# multicycle_ctrl

<file path="config.mk">
export PLATFORM = sky130hd
export DESIGN_NAME = multicycle_ctrl
export DESIGN_NICKNAME = d
export VERILOG_FILES = /design/src/rtl/multicycle_ctrl.sv
export SDC_FILE = /design/constraint.sdc
export NUM_CORES = 1
export LEC_CHECK = 0
export CAP_MARGIN = 40
export CORE_MARGIN = 5
export CORE_UTILIZATION = 52
export DETAILED_ROUTE_END_ITERATION = 10
export GPL_ROUTABILITY_DRIVEN = 0
export HOLD_SLACK_MARGIN = 0.08
export PLACE_DENSITY = 0.83
export REMOVE_ABC_BUFFERS = 1
export SYNTH_ARGS = -nofsm -noshare
export SYNTH_HDL_FRONTEND = slang
export SYNTH_SLANG_ARGS = --single-unit
export TNS_END_PERCENT = 10
</file>
<file path="constraint.sdc">
create_clock -name clk -period 2.85 [get_ports clk]
set_input_delay 0.285 -clock clk [delete_from_list [all_inputs] [get_ports clk]]
set_output_delay 0.285 -clock clk [all_outputs]
set_load 0.01 [all_outputs]
</file>
<file path="src/rtl/multicycle_ctrl.sv">
// Multi-cycle RV32I sequencing controller: fetch/decode/exec/mem/writeback FSM
// sharing a single memory port, with illegal-opcode and memory-timeout traps.
module multicycle_ctrl #(
    parameter int unsigned TIMEOUT = 16,
    parameter int unsigned CNT_W   = 8
) (
    input  logic       clk,
    input  logic       rst,
    input  logic [6:0] opcode,
    input  logic       mem_ready,
    input  logic       branch_taken,
    output logic       mem_req,
    output logic       mem_we,
    output logic       ir_write,
    output logic       pc_write,
    output logic       pc_branch,
    output logic       reg_write,
    output logic [1:0] memtoreg,
    output logic       alusrc,
    output logic [2:0] aluop,
    output logic       mux_inp,
    output logic       instr_done,
    output logic       trap,
    output logic [1:0] trap_cause,
    output logic [2:0] state
);

    localparam int unsigned OP_W = 7;

    localparam logic [OP_W-1:0] OP_R      = 7'b0110011;
    localparam logic [OP_W-1:0] OP_I      = 7'b0010011;
    localparam logic [OP_W-1:0] OP_LOAD   = 7'b0000011;
    localparam logic [OP_W-1:0] OP_STORE  = 7'b0100011;
    localparam logic [OP_W-1:0] OP_BRANCH = 7'b1100011;
    localparam logic [OP_W-1:0] OP_JAL    = 7'b1101111;
    localparam logic [OP_W-1:0] OP_JALR   = 7'b1100111;
    localparam logic [OP_W-1:0] OP_LUI    = 7'b0110111;
    localparam logic [OP_W-1:0] OP_AUIPC  = 7'b0010111;

    localparam logic [1:0] WB_ALU  = 2'b00;
    localparam logic [1:0] WB_MEM  = 2'b01;
    localparam logic [1:0] WB_PC   = 2'b10;
    localparam logic [1:0] WB_NONE = 2'b11;

    typedef enum logic [2:0] {
        S_RST    = 3'd0,
        S_FETCH  = 3'd1,
        S_DECODE = 3'd2,
        S_EXEC   = 3'd3,
        S_MEM    = 3'd4,
        S_WB     = 3'd5,
        S_TRAP   = 3'd6
    } state_e;

    typedef enum logic [1:0] {
        CAUSE_NONE     = 2'b00,
        CAUSE_ILLEGAL  = 2'b01,
        CAUSE_FETCH_TO = 2'b10,
        CAUSE_MEM_TO   = 2'b11
    } cause_e;

    state_e            state_q, state_d;
    cause_e            cause_q, cause_d;
    logic [OP_W-1:0]   opcode_q, opcode_d;
    logic [CNT_W-1:0]  wcnt_q, wcnt_d;

    logic              is_load, is_store, is_branch;
    logic [2:0]        dec_aluop;
    logic              dec_alusrc, dec_mux_inp;
    logic [1:0]        dec_wb_sel;
    logic              opcode_legal;
    logic              wait_expired;

    // Per-class datapath controls for the captured instruction
    always_comb begin
        is_load     = 1'b0;
        is_store    = 1'b0;
        is_branch   = 1'b0;
        dec_aluop   = 3'b000;
        dec_alusrc  = 1'b0;
        dec_mux_inp = 1'b0;
        dec_wb_sel  = WB_NONE;
        case (opcode_q)
            OP_R:      begin dec_aluop = 3'b000; dec_alusrc = 1'b0; dec_wb_sel = WB_ALU; end
            OP_I:      begin dec_aluop = 3'b001; dec_alusrc = 1'b1; dec_wb_sel = WB_ALU; end
            OP_LOAD:   begin dec_aluop = 3'b010; dec_alusrc = 1'b1; dec_wb_sel = WB_MEM; is_load = 1'b1; end
            OP_STORE:  begin dec_aluop = 3'b011; dec_alusrc = 1'b1; is_store = 1'b1; end
            OP_BRANCH: begin dec_aluop = 3'b100; dec_alusrc = 1'b0; is_branch = 1'b1; end
            OP_JAL:    begin dec_aluop = 3'b101; dec_alusrc = 1'b1; dec_wb_sel = WB_PC; end
            OP_JALR:   begin dec_aluop = 3'b001; dec_alusrc = 1'b1; dec_mux_inp = 1'b1; dec_wb_sel = WB_PC; end
            OP_LUI:    begin dec_aluop = 3'b110; dec_alusrc = 1'b1; dec_wb_sel = WB_PC; end
            OP_AUIPC:  begin dec_aluop = 3'b000; dec_alusrc = 1'b1; dec_wb_sel = WB_PC; end
            default:   ;
        endcase
    end

    // Legality of the live opcode, judged while in DECODE
    always_comb begin
        case (opcode)
            OP_R, OP_I, OP_LOAD, OP_STORE, OP_BRANCH,
            OP_JAL, OP_JALR, OP_LUI, OP_AUIPC: opcode_legal = 1'b1;
            default:                           opcode_legal = 1'b0;
        endcase
    end

    assign wait_expired = (wcnt_q == CNT_W'(TIMEOUT - 1));

    always_ff @(posedge clk or posedge rst) begin
        if (rst) begin
            state_q  <= S_RST;
            cause_q  <= CAUSE_NONE;
            opcode_q <= '0;
            wcnt_q   <= '0;
        end else begin
            state_q  <= state_d;
            cause_q  <= cause_d;
            opcode_q <= opcode_d;
            wcnt_q   <= wcnt_d;
        end
    end

    // Next state and per-state outputs; the wait counter clears unless it is still waiting
    always_comb begin
        state_d    = state_q;
        cause_d    = cause_q;
        opcode_d   = opcode_q;
        wcnt_d     = '0;
        mem_req    = 1'b0;
        mem_we     = 1'b0;
        ir_write   = 1'b0;
        pc_write   = 1'b0;
        pc_branch  = 1'b0;
        reg_write  = 1'b0;
        memtoreg   = WB_NONE;
        alusrc     = 1'b0;
        aluop      = 3'b000;
        mux_inp    = 1'b0;
        instr_done = 1'b0;
        trap       = 1'b0;

        case (state_q)
            S_RST: state_d = S_FETCH;

            S_FETCH: begin
                mem_req = 1'b1;
                if (mem_ready) begin
                    ir_write = 1'b1;
                    state_d  = S_DECODE;
                end else if (wait_expired) begin
                    state_d = S_TRAP;
                    cause_d = CAUSE_FETCH_TO;
                end else begin
                    wcnt_d = wcnt_q + CNT_W'(1);
                end
            end

            S_DECODE: begin
                opcode_d = opcode;
                if (opcode_legal) begin
                    state_d = S_EXEC;
                end else begin
                    state_d = S_TRAP;
                    cause_d = CAUSE_ILLEGAL;
                end
            end

            S_EXEC: begin
                aluop   = dec_aluop;
                alusrc  = dec_alusrc;
                mux_inp = dec_mux_inp;
                if (is_branch) begin
                    pc_write   = 1'b1;
                    pc_branch  = branch_taken;
                    instr_done = 1'b1;
                    state_d    = S_FETCH;
                end else if (is_load || is_store) begin
                    state_d = S_MEM;
                end else begin
                    state_d = S_WB;
                end
            end

            S_MEM: begin
                aluop   = dec_aluop;
                alusrc  = dec_alusrc;
                mux_inp = dec_mux_inp;
                mem_req = 1'b1;
                mem_we  = is_store;
                if (mem_ready) begin
                    if (is_store) begin
                        pc_write   = 1'b1;
                        instr_done = 1'b1;
                        state_d    = S_FETCH;
                    end else begin
                        state_d = S_WB;
                    end
                end else if (wait_expired) begin
                    state_d = S_TRAP;
                    cause_d = CAUSE_MEM_TO;
                end else begin
                    wcnt_d = wcnt_q + CNT_W'(1);
                end
            end

            S_WB: begin
                aluop      = dec_aluop;
                alusrc     = dec_alusrc;
                mux_inp    = dec_mux_inp;
                memtoreg   = dec_wb_sel;
                reg_write  = 1'b1;
                pc_write   = 1'b1;
                instr_done = 1'b1;
                state_d    = S_FETCH;
            end

            S_TRAP: trap = 1'b1;

            default: state_d = S_RST;
        endcase
    end

    assign trap_cause = cause_q;
    assign state      = state_q;

endmodule

</file>
# ex_issue_buffer

<file path="src/rtl/ex_issue_buffer.sv">
// rtl/ex_issue_buffer.sv - ID/EX issue buffer: ALU decode, operand-B mux, 2-entry skid FIFO (optional EX_ISSUE_FWD_EN forwarding)
module ex_issue_buffer #(
    parameter int WIDTH = 32,
    parameter int RADDR = 5
) (
    input  logic             clk,
    input  logic             rst,
    input  logic             flush,
    input  logic             in_valid,
    output logic             in_ready,
    input  logic [WIDTH-1:0] in_rs_data,
    input  logic [WIDTH-1:0] in_rt_data,
    input  logic [15:0]      in_imm,
    input  logic             in_alu_src,
    input  logic [1:0]       in_alu_op,
    input  logic [5:0]       in_funct,
    input  logic [RADDR-1:0] in_rd,
    input  logic             in_reg_write,
`ifdef EX_ISSUE_FWD_EN
    input  logic [RADDR-1:0] in_rs,
    input  logic [RADDR-1:0] in_rt,
    input  logic             fwd_valid,
    input  logic [RADDR-1:0] fwd_rd,
    input  logic [WIDTH-1:0] fwd_data,
`endif
    output logic             out_valid,
    input  logic             out_ready,
    output logic [WIDTH-1:0] alu_op1,
    output logic [WIDTH-1:0] alu_op2,
    output logic [3:0]       alu_sel,
    output logic [RADDR-1:0] out_rd,
    output logic             out_reg_write,
    output logic             out_illegal
);

    typedef enum logic [1:0] {
        EMPTY = 2'd0,
        ONE   = 2'd1,
        FULL  = 2'd2
    } state_t;

    state_t state, state_nxt;
    logic   wr_ptr, rd_ptr;
    logic   push, pop;

    logic [WIDTH-1:0] e_op1     [0:1];
    logic [WIDTH-1:0] e_op2     [0:1];
    logic [3:0]       e_sel     [0:1];
    logic [RADDR-1:0] e_rd      [0:1];
    logic             e_rw      [0:1];
    logic             e_illegal [0:1];

    logic [3:0]       dec_sel;
    logic             dec_illegal;
    logic [WIDTH-1:0] rs_val, rt_val, imm_ext, dec_op2;

    // ALUOp/funct to ALU select translation; unknown funct is flagged illegal
    always_comb begin
        dec_sel     = 4'b1111;
        dec_illegal = 1'b0;
        case (in_alu_op)
            2'b00: dec_sel = 4'b0010;
            2'b01: dec_sel = 4'b0110;
            2'b11: dec_sel = 4'b0001;
            default: begin
                case (in_funct)
                    6'b100000: dec_sel = 4'b0010;
                    6'b100010: dec_sel = 4'b0110;
                    6'b100100: dec_sel = 4'b0000;
                    6'b100101: dec_sel = 4'b0001;
                    6'b101010: dec_sel = 4'b0111;
                    6'b100111: dec_sel = 4'b1100;
                    default: begin
                        dec_sel     = 4'b1111;
                        dec_illegal = 1'b1;
                    end
                endcase
            end
        endcase
    end

`ifdef EX_ISSUE_FWD_EN
    // Register operands, replaced by the in-flight result when it targets them (never r0)
    always_comb begin
        rs_val = in_rs_data;
        rt_val = in_rt_data;
        if (fwd_valid && (fwd_rd != '0) && (fwd_rd == in_rs))
            rs_val = fwd_data;
        if (fwd_valid && (fwd_rd != '0) && (fwd_rd == in_rt))
            rt_val = fwd_data;
    end
`else
    // Register operands straight from the register file read ports
    always_comb begin
        rs_val = in_rs_data;
        rt_val = in_rt_data;
    end
`endif

    // Operand B: ORI-style (ALUOp 11) immediates zero-extend, all others sign-extend
    always_comb begin
        if (in_alu_op == 2'b11)
            imm_ext = {{(WIDTH-16){1'b0}}, in_imm};
        else
            imm_ext = {{(WIDTH-16){in_imm[15]}}, in_imm};
        dec_op2 = in_alu_src ? imm_ext : rt_val;
    end

    assign push = in_valid & in_ready;
    assign pop  = out_valid & out_ready;

    // Occupancy state register
    always_ff @(posedge clk) begin
        if (rst)
            state <= EMPTY;
        else
            state <= state_nxt;
    end

    // Occupancy next-state; flush empties the buffer and drops that cycle's push/pop
    always_comb begin
        state_nxt = state;
        case (state)
            EMPTY: if (push) state_nxt = ONE;
            ONE: begin
                if (push && !pop)
                    state_nxt = FULL;
                else if (pop && !push)
                    state_nxt = EMPTY;
            end
            FULL: if (pop) state_nxt = ONE;
            default: state_nxt = EMPTY;
        endcase
        if (flush)
            state_nxt = EMPTY;
    end

    // Handshake and head-entry outputs; in_ready depends on state only
    always_comb begin
        in_ready      = (state != FULL) && !rst;
        out_valid     = (state != EMPTY);
        alu_op1       = e_op1[rd_ptr];
        alu_op2       = e_op2[rd_ptr];
        alu_sel       = e_sel[rd_ptr];
        out_rd        = e_rd[rd_ptr];
        out_reg_write = e_rw[rd_ptr];
        out_illegal   = e_illegal[rd_ptr];
    end

    // Entry storage and pointers; popped slots are cleared so an empty buffer reads zero
    always_ff @(posedge clk) begin
        if (rst || flush) begin
            wr_ptr <= 1'b0;
            rd_ptr <= 1'b0;
            for (int i = 0; i < 2; i++) begin
                e_op1[i]     <= '0;
                e_op2[i]     <= '0;
                e_sel[i]     <= '0;
                e_rd[i]      <= '0;
                e_rw[i]      <= 1'b0;
                e_illegal[i] <= 1'b0;
            end
        end else begin
            if (pop) begin
                e_op1[rd_ptr]     <= '0;
                e_op2[rd_ptr]     <= '0;
                e_sel[rd_ptr]     <= '0;
                e_rd[rd_ptr]      <= '0;
                e_rw[rd_ptr]      <= 1'b0;
                e_illegal[rd_ptr] <= 1'b0;
                rd_ptr            <= ~rd_ptr;
            end
            if (push) begin
                e_op1[wr_ptr]     <= rs_val;
                e_op2[wr_ptr]     <= dec_op2;
                e_sel[wr_ptr]     <= dec_sel;
                e_rd[wr_ptr]      <= in_rd;
                e_rw[wr_ptr]      <= in_reg_write;
                e_illegal[wr_ptr] <= dec_illegal;
                wr_ptr            <= ~wr_ptr;
            end
        end
    end

endmodule

</file>
<file path="config.mk">
export PLATFORM = sky130hd
export DESIGN_NAME = ex_issue_buffer
export DESIGN_NICKNAME = d
export VERILOG_FILES = /design/src/rtl/ex_issue_buffer.sv
export SDC_FILE = /design/constraint.sdc
export NUM_CORES = 1
export LEC_CHECK = 0
export CORE_MARGIN = 2
export CORE_UTILIZATION = 35
export CTS_CLUSTER_SIZE = 40
export DETAILED_ROUTE_END_ITERATION = 8
export PLACE_DENSITY_LB_ADDON = 0.2
export SLEW_MARGIN = 20
export SYNTH_ARGS = -nofsm -noshare
export SYNTH_HDL_FRONTEND = slang
export SYNTH_SLANG_ARGS = --single-unit
</file>
<file path="constraint.sdc">
create_clock -name clk -period 9.2 [get_ports clk]
set_input_delay 1.38 -clock clk [delete_from_list [all_inputs] [get_ports clk]]
set_output_delay 1.38 -clock clk [all_outputs]
set_load 0.05 [all_outputs]
</file>
# bcd_digit_entry

==> src/rtl/bcd_digit_entry.sv <==
// BCD keypad operand entry: shifts digits into a 4-digit register and offers it downstream.
// Optional feature: define BCD_ENTRY_SIGN_EN to add the sign_neg output toggled by key 0xD.
module bcd_digit_entry #(
  parameter int MAX_DIGITS = 4
) (
  input  logic        clk,
  input  logic        rst_n,
  input  logic        key_valid,
  input  logic [3:0]  key_code,
  output logic        key_ready,
  output logic [15:0] operand_bcd,
  output logic [2:0]  digit_count,
  output logic        overflow,
`ifdef BCD_ENTRY_SIGN_EN
  output logic        sign_neg,
`endif
  output logic        op_valid,
  input  logic        op_ready
);

  localparam logic [2:0] FULL = 3'(MAX_DIGITS);

  typedef enum logic [1:0] {
    S_EMPTY = 2'd0,
    S_ENTRY = 2'd1,
    S_HOLD  = 2'd2
  } state_t;

  state_t state_q;
  state_t state_d;

  logic        key_acc;
  logic        is_digit;
  logic        is_clr;
  logic        is_bs;
  logic        is_ent;
`ifdef BCD_ENTRY_SIGN_EN
  logic        is_sign;
  logic        sgn_d;
`endif
  logic        lead_zero;
  logic        full;
  logic        hs;

  logic [15:0] opd_d;
  logic [2:0]  cnt_d;
  logic        ovf_d;
  logic        vld_d;
  logic        rdy_d;

  assign key_acc   = key_valid & key_ready;
  assign is_digit  = key_code <= 4'h9;
  assign is_clr    = key_code == 4'hA;
  assign is_bs     = key_code == 4'hB;
  assign is_ent    = key_code == 4'hC;
`ifdef BCD_ENTRY_SIGN_EN
  assign is_sign   = key_code == 4'hD;
`endif
  assign lead_zero = is_digit
                   & (key_code == 4'h0)
                   & (digit_count == 3'd0);
  assign full      = digit_count == FULL;
  assign hs        = op_valid & op_ready;

  // State register.
  always_ff @(posedge clk or negedge rst_n) begin
    if (!rst_n) begin
      state_q <= S_EMPTY;
    end else begin
      state_q <= state_d;
    end
  end

  // Next-state decode from the accepted key or handshake.
  always_comb begin
    state_d = state_q;
    unique case (state_q)
      S_EMPTY,
      S_ENTRY: begin
        if (key_acc) begin
          unique case (1'b1)
            is_digit: begin
              if (!lead_zero) begin
                state_d = S_ENTRY;
              end
            end
            is_clr: begin
              state_d = S_EMPTY;
            end
            is_bs: begin
              if (digit_count == 3'd1) begin
                state_d = S_EMPTY;
              end
            end
            is_ent: begin
              state_d = S_HOLD;
            end
            default: begin
            end
          endcase
        end
      end
      S_HOLD: begin
        if (hs) begin
          state_d = S_EMPTY;
        end
      end
      default: begin
        state_d = S_EMPTY;
      end
    endcase
  end

  // Next values of the registered outputs.
  always_comb begin
    opd_d = operand_bcd;
    cnt_d = digit_count;
    ovf_d = overflow;
    vld_d = op_valid;
`ifdef BCD_ENTRY_SIGN_EN
    sgn_d = sign_neg;
`endif
    unique case (state_q)
      S_EMPTY,
      S_ENTRY: begin
        if (key_acc) begin
          unique case (1'b1)
            is_digit: begin
              if (full) begin
                ovf_d = 1'b1;
              end else if (!lead_zero) begin
                opd_d = {operand_bcd[11:0], key_code};
                cnt_d = digit_count + 3'd1;
              end
            end
            is_clr: begin
              opd_d = 16'h0000;
              cnt_d = 3'd0;
              ovf_d = 1'b0;
`ifdef BCD_ENTRY_SIGN_EN
              sgn_d = 1'b0;
`endif
            end
            is_bs: begin
              if (digit_count != 3'd0) begin
                opd_d = {4'h0, operand_bcd[15:4]};
                cnt_d = digit_count - 3'd1;
              end
            end
            is_ent: begin
              vld_d = 1'b1;
            end
`ifdef BCD_ENTRY_SIGN_EN
            is_sign: begin
              sgn_d = ~sign_neg;
            end
`endif
            default: begin
            end
          endcase
        end
      end
      S_HOLD: begin
        if (hs) begin
          opd_d = 16'h0000;
          cnt_d = 3'd0;
          ovf_d = 1'b0;
          vld_d = 1'b0;
`ifdef BCD_ENTRY_SIGN_EN
          sgn_d = 1'b0;
`endif
        end
      end
      default: begin
        opd_d = 16'h0000;
        cnt_d = 3'd0;
        ovf_d = 1'b0;
        vld_d = 1'b0;
`ifdef BCD_ENTRY_SIGN_EN
        sgn_d = 1'b0;
`endif
      end
    endcase
    rdy_d = state_d != S_HOLD;
  end

  // Output registers; key_ready resets high so keys are taken right after reset.
  always_ff @(posedge clk or negedge rst_n) begin
    if (!rst_n) begin
      operand_bcd <= 16'h0000;
      digit_count <= 3'd0;
      overflow    <= 1'b0;
      op_valid    <= 1'b0;
      key_ready   <= 1'b1;
    end else begin
      operand_bcd <= opd_d;
      digit_count <= cnt_d;
      overflow    <= ovf_d;
      op_valid    <= vld_d;
      key_ready   <= rdy_d;
    end
  end

`ifdef BCD_ENTRY_SIGN_EN
  // Sign flag register.
  always_ff @(posedge clk or negedge rst_n) begin
    if (!rst_n) begin
      sign_neg <= 1'b0;
    end else begin
      sign_neg <= sgn_d;
    end
  end
`endif

endmodule

==> config.mk <==
export PLATFORM = sky130hd
export DESIGN_NAME = bcd_digit_entry
export DESIGN_NICKNAME = d
export VERILOG_FILES = /design/src/rtl/bcd_digit_entry.sv
export SDC_FILE = /design/constraint.sdc
export NUM_CORES = 1
export LEC_CHECK = 0
export CAP_MARGIN = 15
export CORE_ASPECT_RATIO = 2
export CORE_MARGIN = 1
export CORE_UTILIZATION = 51
export CTS_CLUSTER_SIZE = 30
export DETAILED_ROUTE_END_ITERATION = 16
export PLACE_DENSITY = 0.78
export SLEW_MARGIN = 20
export SYNTH_ARGS = -nofsm -noshare
export SYNTH_HDL_FRONTEND = slang
export SYNTH_SLANG_ARGS = --single-unit
==> constraint.sdc <==
create_clock -name clk -period 1.96 [get_ports clk]
set_input_delay 0.294 -clock clk [delete_from_list [all_inputs] [get_ports clk]]
set_output_delay 0.294 -clock clk [all_outputs]
set_load 0.03 [all_outputs]
Fig. 1: bcd_digit_entry, sequential cells grouped by signal name
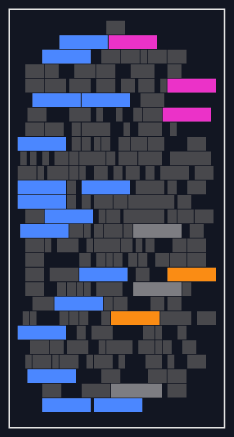
Key: magenta = `digit_count` [placed flops 3]; orange = `state_q` [placed flops 2]; blue = `operand_bcd` [placed flops 16]
sequential share of cell area: 31.69%
Final Util: 69.41%
sequential power: 0.000886 W
Seq. cell area: 601.8 um2

==> impl_metrics.csv, bcd_digit_entry <==
group,metric,value,unit
cts,clk_latency,0.27,ns
sta,setup_violations,0,
final_layout,final_cells,211,
cts,cts_tree,"done",
sta,tightest_slew,0.3191,ns
die,core-area,2736,um2
pwr,p_sw,0.001177,W
worst_setup_path,cp_num_cells,5,
grt,grt_max_degree,25,
detailed_routing,num_vias,1231,
yosys,synth-xor-area-share,1.186,%
yosys,ys_sh_simple,17.54,%
pwr,seqPwrFrac,32.2,%
sta,finalCritPeriodShare,96.32,%
worst_setup_path,critPathBufInv,1,
final_layout,area_growth,28.64,%
run_status,status,"complete, no violations",
die,initCoreUtil,53.96,%
worst_setup_path,endpoint_kind,"flop",
detailed_routing,vias_per_cell,5.834,
pwr,switching_share,42.79,%
worst_setup_path,reg2reg_from,"digit_count[1]",
worst_setup_path,critPathLaunch,"key_code[0]",
pwr,p_per_area,1448,nW/um2
worst_setup_path,crit_end,"operand_bcd[1]",
yosys,synth_flop_count,24,
sta,hold_ws,0.3682,ns
sta,relSlewSlack,78.66,%
yosys,synth_warnings,0,
cts,cts_sinks,24,
placement,dpl_cell_area,1843,um2
yosys,ys_sh_mux,14.66,%
placement,hpwl,2619,um
placement,dp_slack,-0.2151,ns
sta,hold_violations,0,
detailed_routing,drt-pass1-iter-count,4,
pwr,clkPwrFrac,12.3,%
run,max_cap_violations,0,
sta,fin_tns_setup,0,ns
cts,htree_levels,1,
grt,grtUsageTotal,26.06,%
yosys,ys_cells,143,
worst_setup_path,max_stage_delay,0.55,ns
cts,cts.path.max_buffers,2,
## bcd_digit_entry: sequential cells by signal, indices dropped and copies added, names as in the netlist
name / count
operand_bcd: 16
digit_count: 3
state_q: 2
key_ready: 1
op_valid: 1
overflow: 1
## bcd_digit_entry: area by class of cell
class / count / area, um2 / area share, %
clock buffers: 4 / 55.05 / 2.899
inverters: 9 / 33.78 / 1.779
multi-input cells: 99 / 754.5 / 39.72
flip-flops and latches: 24 / 601.8 / 31.69
well taps: 29 / 36.28 / 1.910
repair buffers: 46 / 417.9 / 22.00
## bcd_digit_entry: per-layer routing
metal | routed length (um) | GRT usage, % | up-vias | part of all wire (%)
li1 | - | - | 579 | -
met1 | 1306 | 28.33 | 608 | 37
met2 | 2031 | 44.68 | 36 | 57
met3 | 108 | 2.542 | 8 | 3.1
met4 | 93 | 14.83 | 0 | 2.6
met5 | 0 | 0 | - | 0
## bcd_digit_entry: logic make-up (layout without fill, tap and decap cells)
logic type,count (synthesis),in the layout
and+or+nand+nor,43,43
AOI/OAI and AO/OA,31,31
DFF,24,24
buffers and inverters,20,59
muxes,19,19
adders and majority gates,4,4
xor gates and xnor gates,2,2
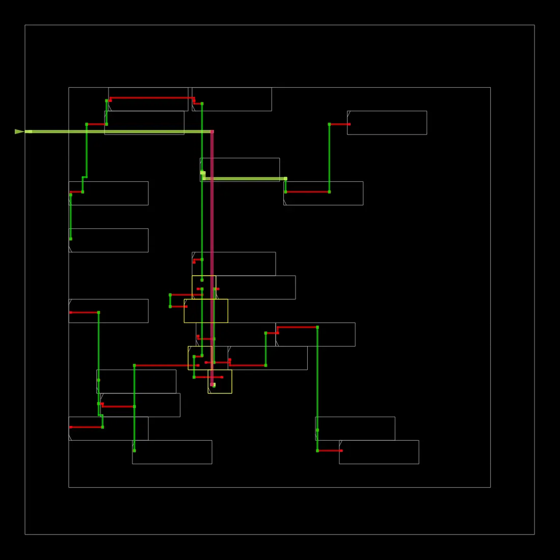
Fig. 2. Clock wiring as the flow saved it (multicycle_ctrl).
Clock Latency Late Sink: 0.29 ns
flop count: 20

==> impl_metrics.csv, multicycle_ctrl <==
group,metric,value,unit
cts,cts.path.max_buffers,2,
final_layout,nets,175,
worst_setup_path,critPathLaunchType,"flop",
final_layout,layout.cells.most_common,"clkdlybuf4s50_1",
sta,relSlewSlack,49.33,%
yosys,flop_cell,"dfrtp_1",
detailed_routing,routed_wl,2875,um
cts,cts_setup_buffers,0,
die,ioPinCount,31,
final_layout,final_cells,190,
final_layout,finish.utilization,70.59,%
yosys,synth_flop_count,20,
cts,htree_levels,1,
yosys,syn_inst,135,
worst_setup_path,r2r_cells,4,
detailed_routing,drt_iter0_markers,36,
cts,clockRootBuffer,"clkbuf_4",
run_status,status,"complete, no violations",
sta,setup_violations,0,
pwr,ir_drop,0.0005261,V
die,num_rows,17,
worst_setup_path,critical_path_class,"reg -> out",
worst_setup_path,critical_path_arrival,2.32,ns
worst_setup_path,max_stage_delay,0.57,ns
sta,hold_violations,0,
pwr,leakage,0.6414,nW
yosys,synth-xor-area-share,4.930,%
die,die_x,58.91,um
sta,fin_crit,2.601,ns
run,max_cap_violations,0,
yosys,synth-compound-area-share,16.10,%
yosys,synth_warnings,0,
detailed_routing,ant_nets,0,
sta,rsz0062_at_grt,"no",
yosys,synth_seq_share,40.24,%
yosys,enable_flop_cells,0,
[multicycle_ctrl: layout make-up]
type / instances / area (um2)
repair buffers: 30 / 300.3
well taps: 28 / 35.03
clock buffers: 4 / 36.28
inverters: 4 / 15.01
multi-input cells: 104 / 703.2
fillers: 181 / 663.1
flip-flops and latches: 20 / 501.7
[multicycle_ctrl: stage by stage]
stage          instance area, um2  hold slack [ns]  setup slack [ns]
2_1_floorplan                1212           0.2488             1.073
3_3_place_gp                 1548           0.4381            0.5934
3_5_place_dp                 1548           0.4492            0.5283
4_1_cts                      1584           0.4375            0.1883
5_1_grt                      1592           0.4754           0.04469
6_report                     1592           0.4208            0.2493
[multicycle_ctrl: layer usage]
metal  vias up  routed length (um)  track usage [%]
met3         4                 139            3.509
met5         -                   0                0
li1        540                   -                -
met4         0                  47            8.414
met2        35                1537            32.02
met1       529                1151            21.25
[multicycle_ctrl: sequential cells by signal, indices dropped and copies added (netlist names)]
name,count
wcnt_q,8
opcode_q,7
state,3
trap_cause,2
[multicycle_ctrl: where the power goes]
group          total (W)  internal [W]  switching, W
Clock           0.000160     0.0000777     0.0000823
Sequential      0.000539      0.000370      0.000169
Combinational   0.000596      0.000325      0.000271
Total            0.00129      0.000773      0.000522
Fig. 3: ex_issue_buffer, zoomed window
Window x 12 to 62, y 85 to 135 um. Cells in gray, sequential cells in the stronger gray; small squares are vias.
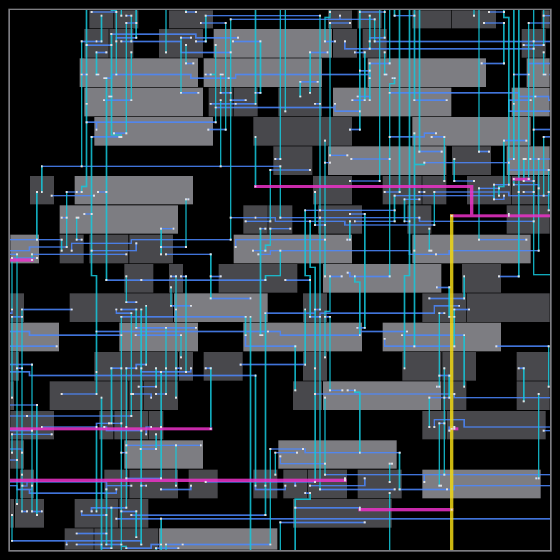
Key: cyan = metal 2; yellow = metal 4; magenta = metal 3; blue = metal 1
Sequential cells in the window: 24. Netlist names of flops here include `e_op1` (19). 99 logic cells have their middle in the window. Most frequent: and2_1 (25), edfxtp_1 (20), clkdlybuf4s50_1 (11).

Fig. 4: ex_issue_buffer, sequential cells grouped by signal name
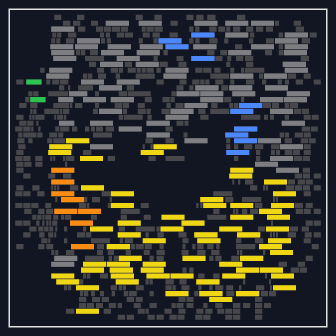
Key: green = `state` [placed flops 2]; yellow = `e_op2` [placed flops 64]; blue = `e_rd` [placed flops 10]; orange = `e_sel` [placed flops 8]
Final Util: 48.35%
sequential power: 0.000822 W
sequential share of cell area: 47.57%
Seq. cell area: 4608 um2

==> impl_metrics.csv, ex_issue_buffer <==
group,metric,value,unit
cts,cts_resized,0,
worst_setup_path,crit_end,"in_ready",
placement,port-buffer-count,176,
grt,grtUsageTotal,15.24,%
yosys,synth_flop_count,155,
pwr,seqPwrFrac,47.0,%
yosys,syn_inst,497,
pwr,ir_drop,0.0001033,V
pwr,pwr.group.combinational,0.000259,W
grt,antenna_found_initial,1,
pwr,p_int,0.001296,W
yosys,yosys-stat-area,7077,um2
grt,use_met1,18.19,%
detailed_routing,drt-pass1-iter-count,4,
sta,setup_violations,0,
pwr,power.total,0.001751,W
pwr,p_comb_share,14.8,%
final_layout,final_layout_top_logic_cells,"clkdlybuf4s50_1 (175), edfxtp_1 (150), and2_1 (77)",
worst_setup_path,rr_endpoint,"e_op2[1][27]",
pwr,clkPwrFrac,38.2,%
grt,globalRouteMet3Util,4.188,%
cts,cts_tree,"done",
grt,grt_max_degree,76,
worst_setup_path,worstPathMaxFanout,3,
worst_setup_path,cp_slowest_cell,"clkdlybuf4s50_1",
grt,grt_first_pass_wirelength,25170,um
detailed_routing,vias_per_cell,4.707,
yosys,synth-compound-area-share,4.597,%
placement,finalWeightedCongestion,0.7347,
yosys,topCombFamilyByArea,"multiplexers",
pwr,switching_share,25.99,%
run_status,status,"complete, no violations",
yosys,fa_ha_area_share,0.1768,%
cts,cts_sinks,155,
cts,htree_levels,4,
worst_setup_path,critPathLaunchType,"input port",
yosys,enable_flop_cells,150,
final_layout,area_growth,36.90,%
pwr,power_leader,"registers",
detailed_routing,wirelength_met1,6710,um
worst_setup_path,endpoint_kind,"output pin",
pwr,leakage,3.665,nW
sta,hold_ws,0.6467,ns
==> ex_issue_buffer: area by class of cell <==
class,instances,area [um2],share of cell area [%]
Inverter,6,22.52,0.2325
Multi-Input combinational cell,305,2325,24.00
Timing Repair Buffer,182,1827,18.86
Clock buffer,17,425.4,4.391
Tap cell,270,337.8,3.487
Sequential cell,155,4608,47.57
Antenna cell,1,2.502,0.02583
Clock inverter,15,140.1,1.446
==> ex_issue_buffer: sequential cells by signal, summed over array words and instances (netlist names), named ones only <==
register,count
e_illegal,2
e_op1,64
e_op2,64
e_rd,10
e_rw,2
e_sel,8
rd_ptr,1
state,2
wr_ptr,1
==> ex_issue_buffer: through the flow <==
stage,area (um2),setup slack (ns)
floorplan,7077,3.321
global placement,9080,4.960
detailed placement,9080,4.926
CTS,9646,4.919
global route,9688,4.865
finish,9688,4.929
==> ex_issue_buffer: kinds of logic after synthesis <==
family / count (synthesis)
AOI/OAI and AO/OA: 48
xor gates and xnor gates: 3
adders and majority gates: 1
buffers and inverters: 37
DFF: 155
muxes: 91
and+or+nand+nor: 162

==> notes/layouts.md <==
Pictures saved along the way, in no particular order.

Supply network.
Pins as bars on the die edge.
Plate I
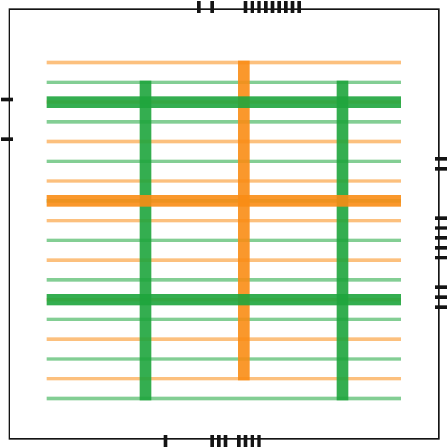
Plate II
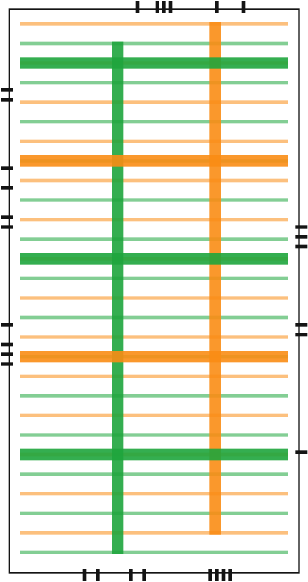
Plate III
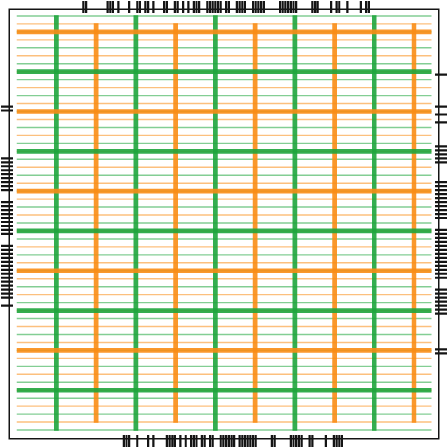
multicycle_ctrl: Plate I
bcd_digit_entry: Plate II
ex_issue_buffer: Plate III
The one with the largest die is Plate III.
The one with the most pins is Plate III.



==> gallery <==
Gate families picked out.
shot_01.png
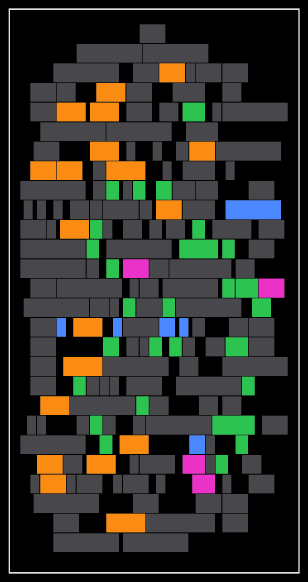
shot_02.png
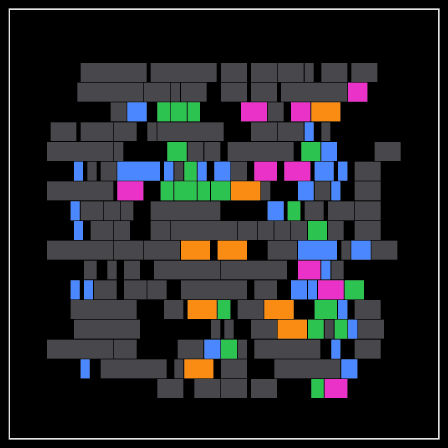
shot_03.png
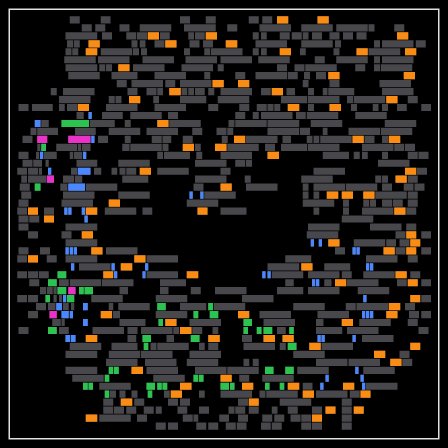
shot_01.png -> bcd_digit_entry
shot_02.png -> multicycle_ctrl
shot_03.png -> ex_issue_buffer
- most cells: shot_03.png

Power figures rest on the tool's default switching activity, not on a simulated workload.
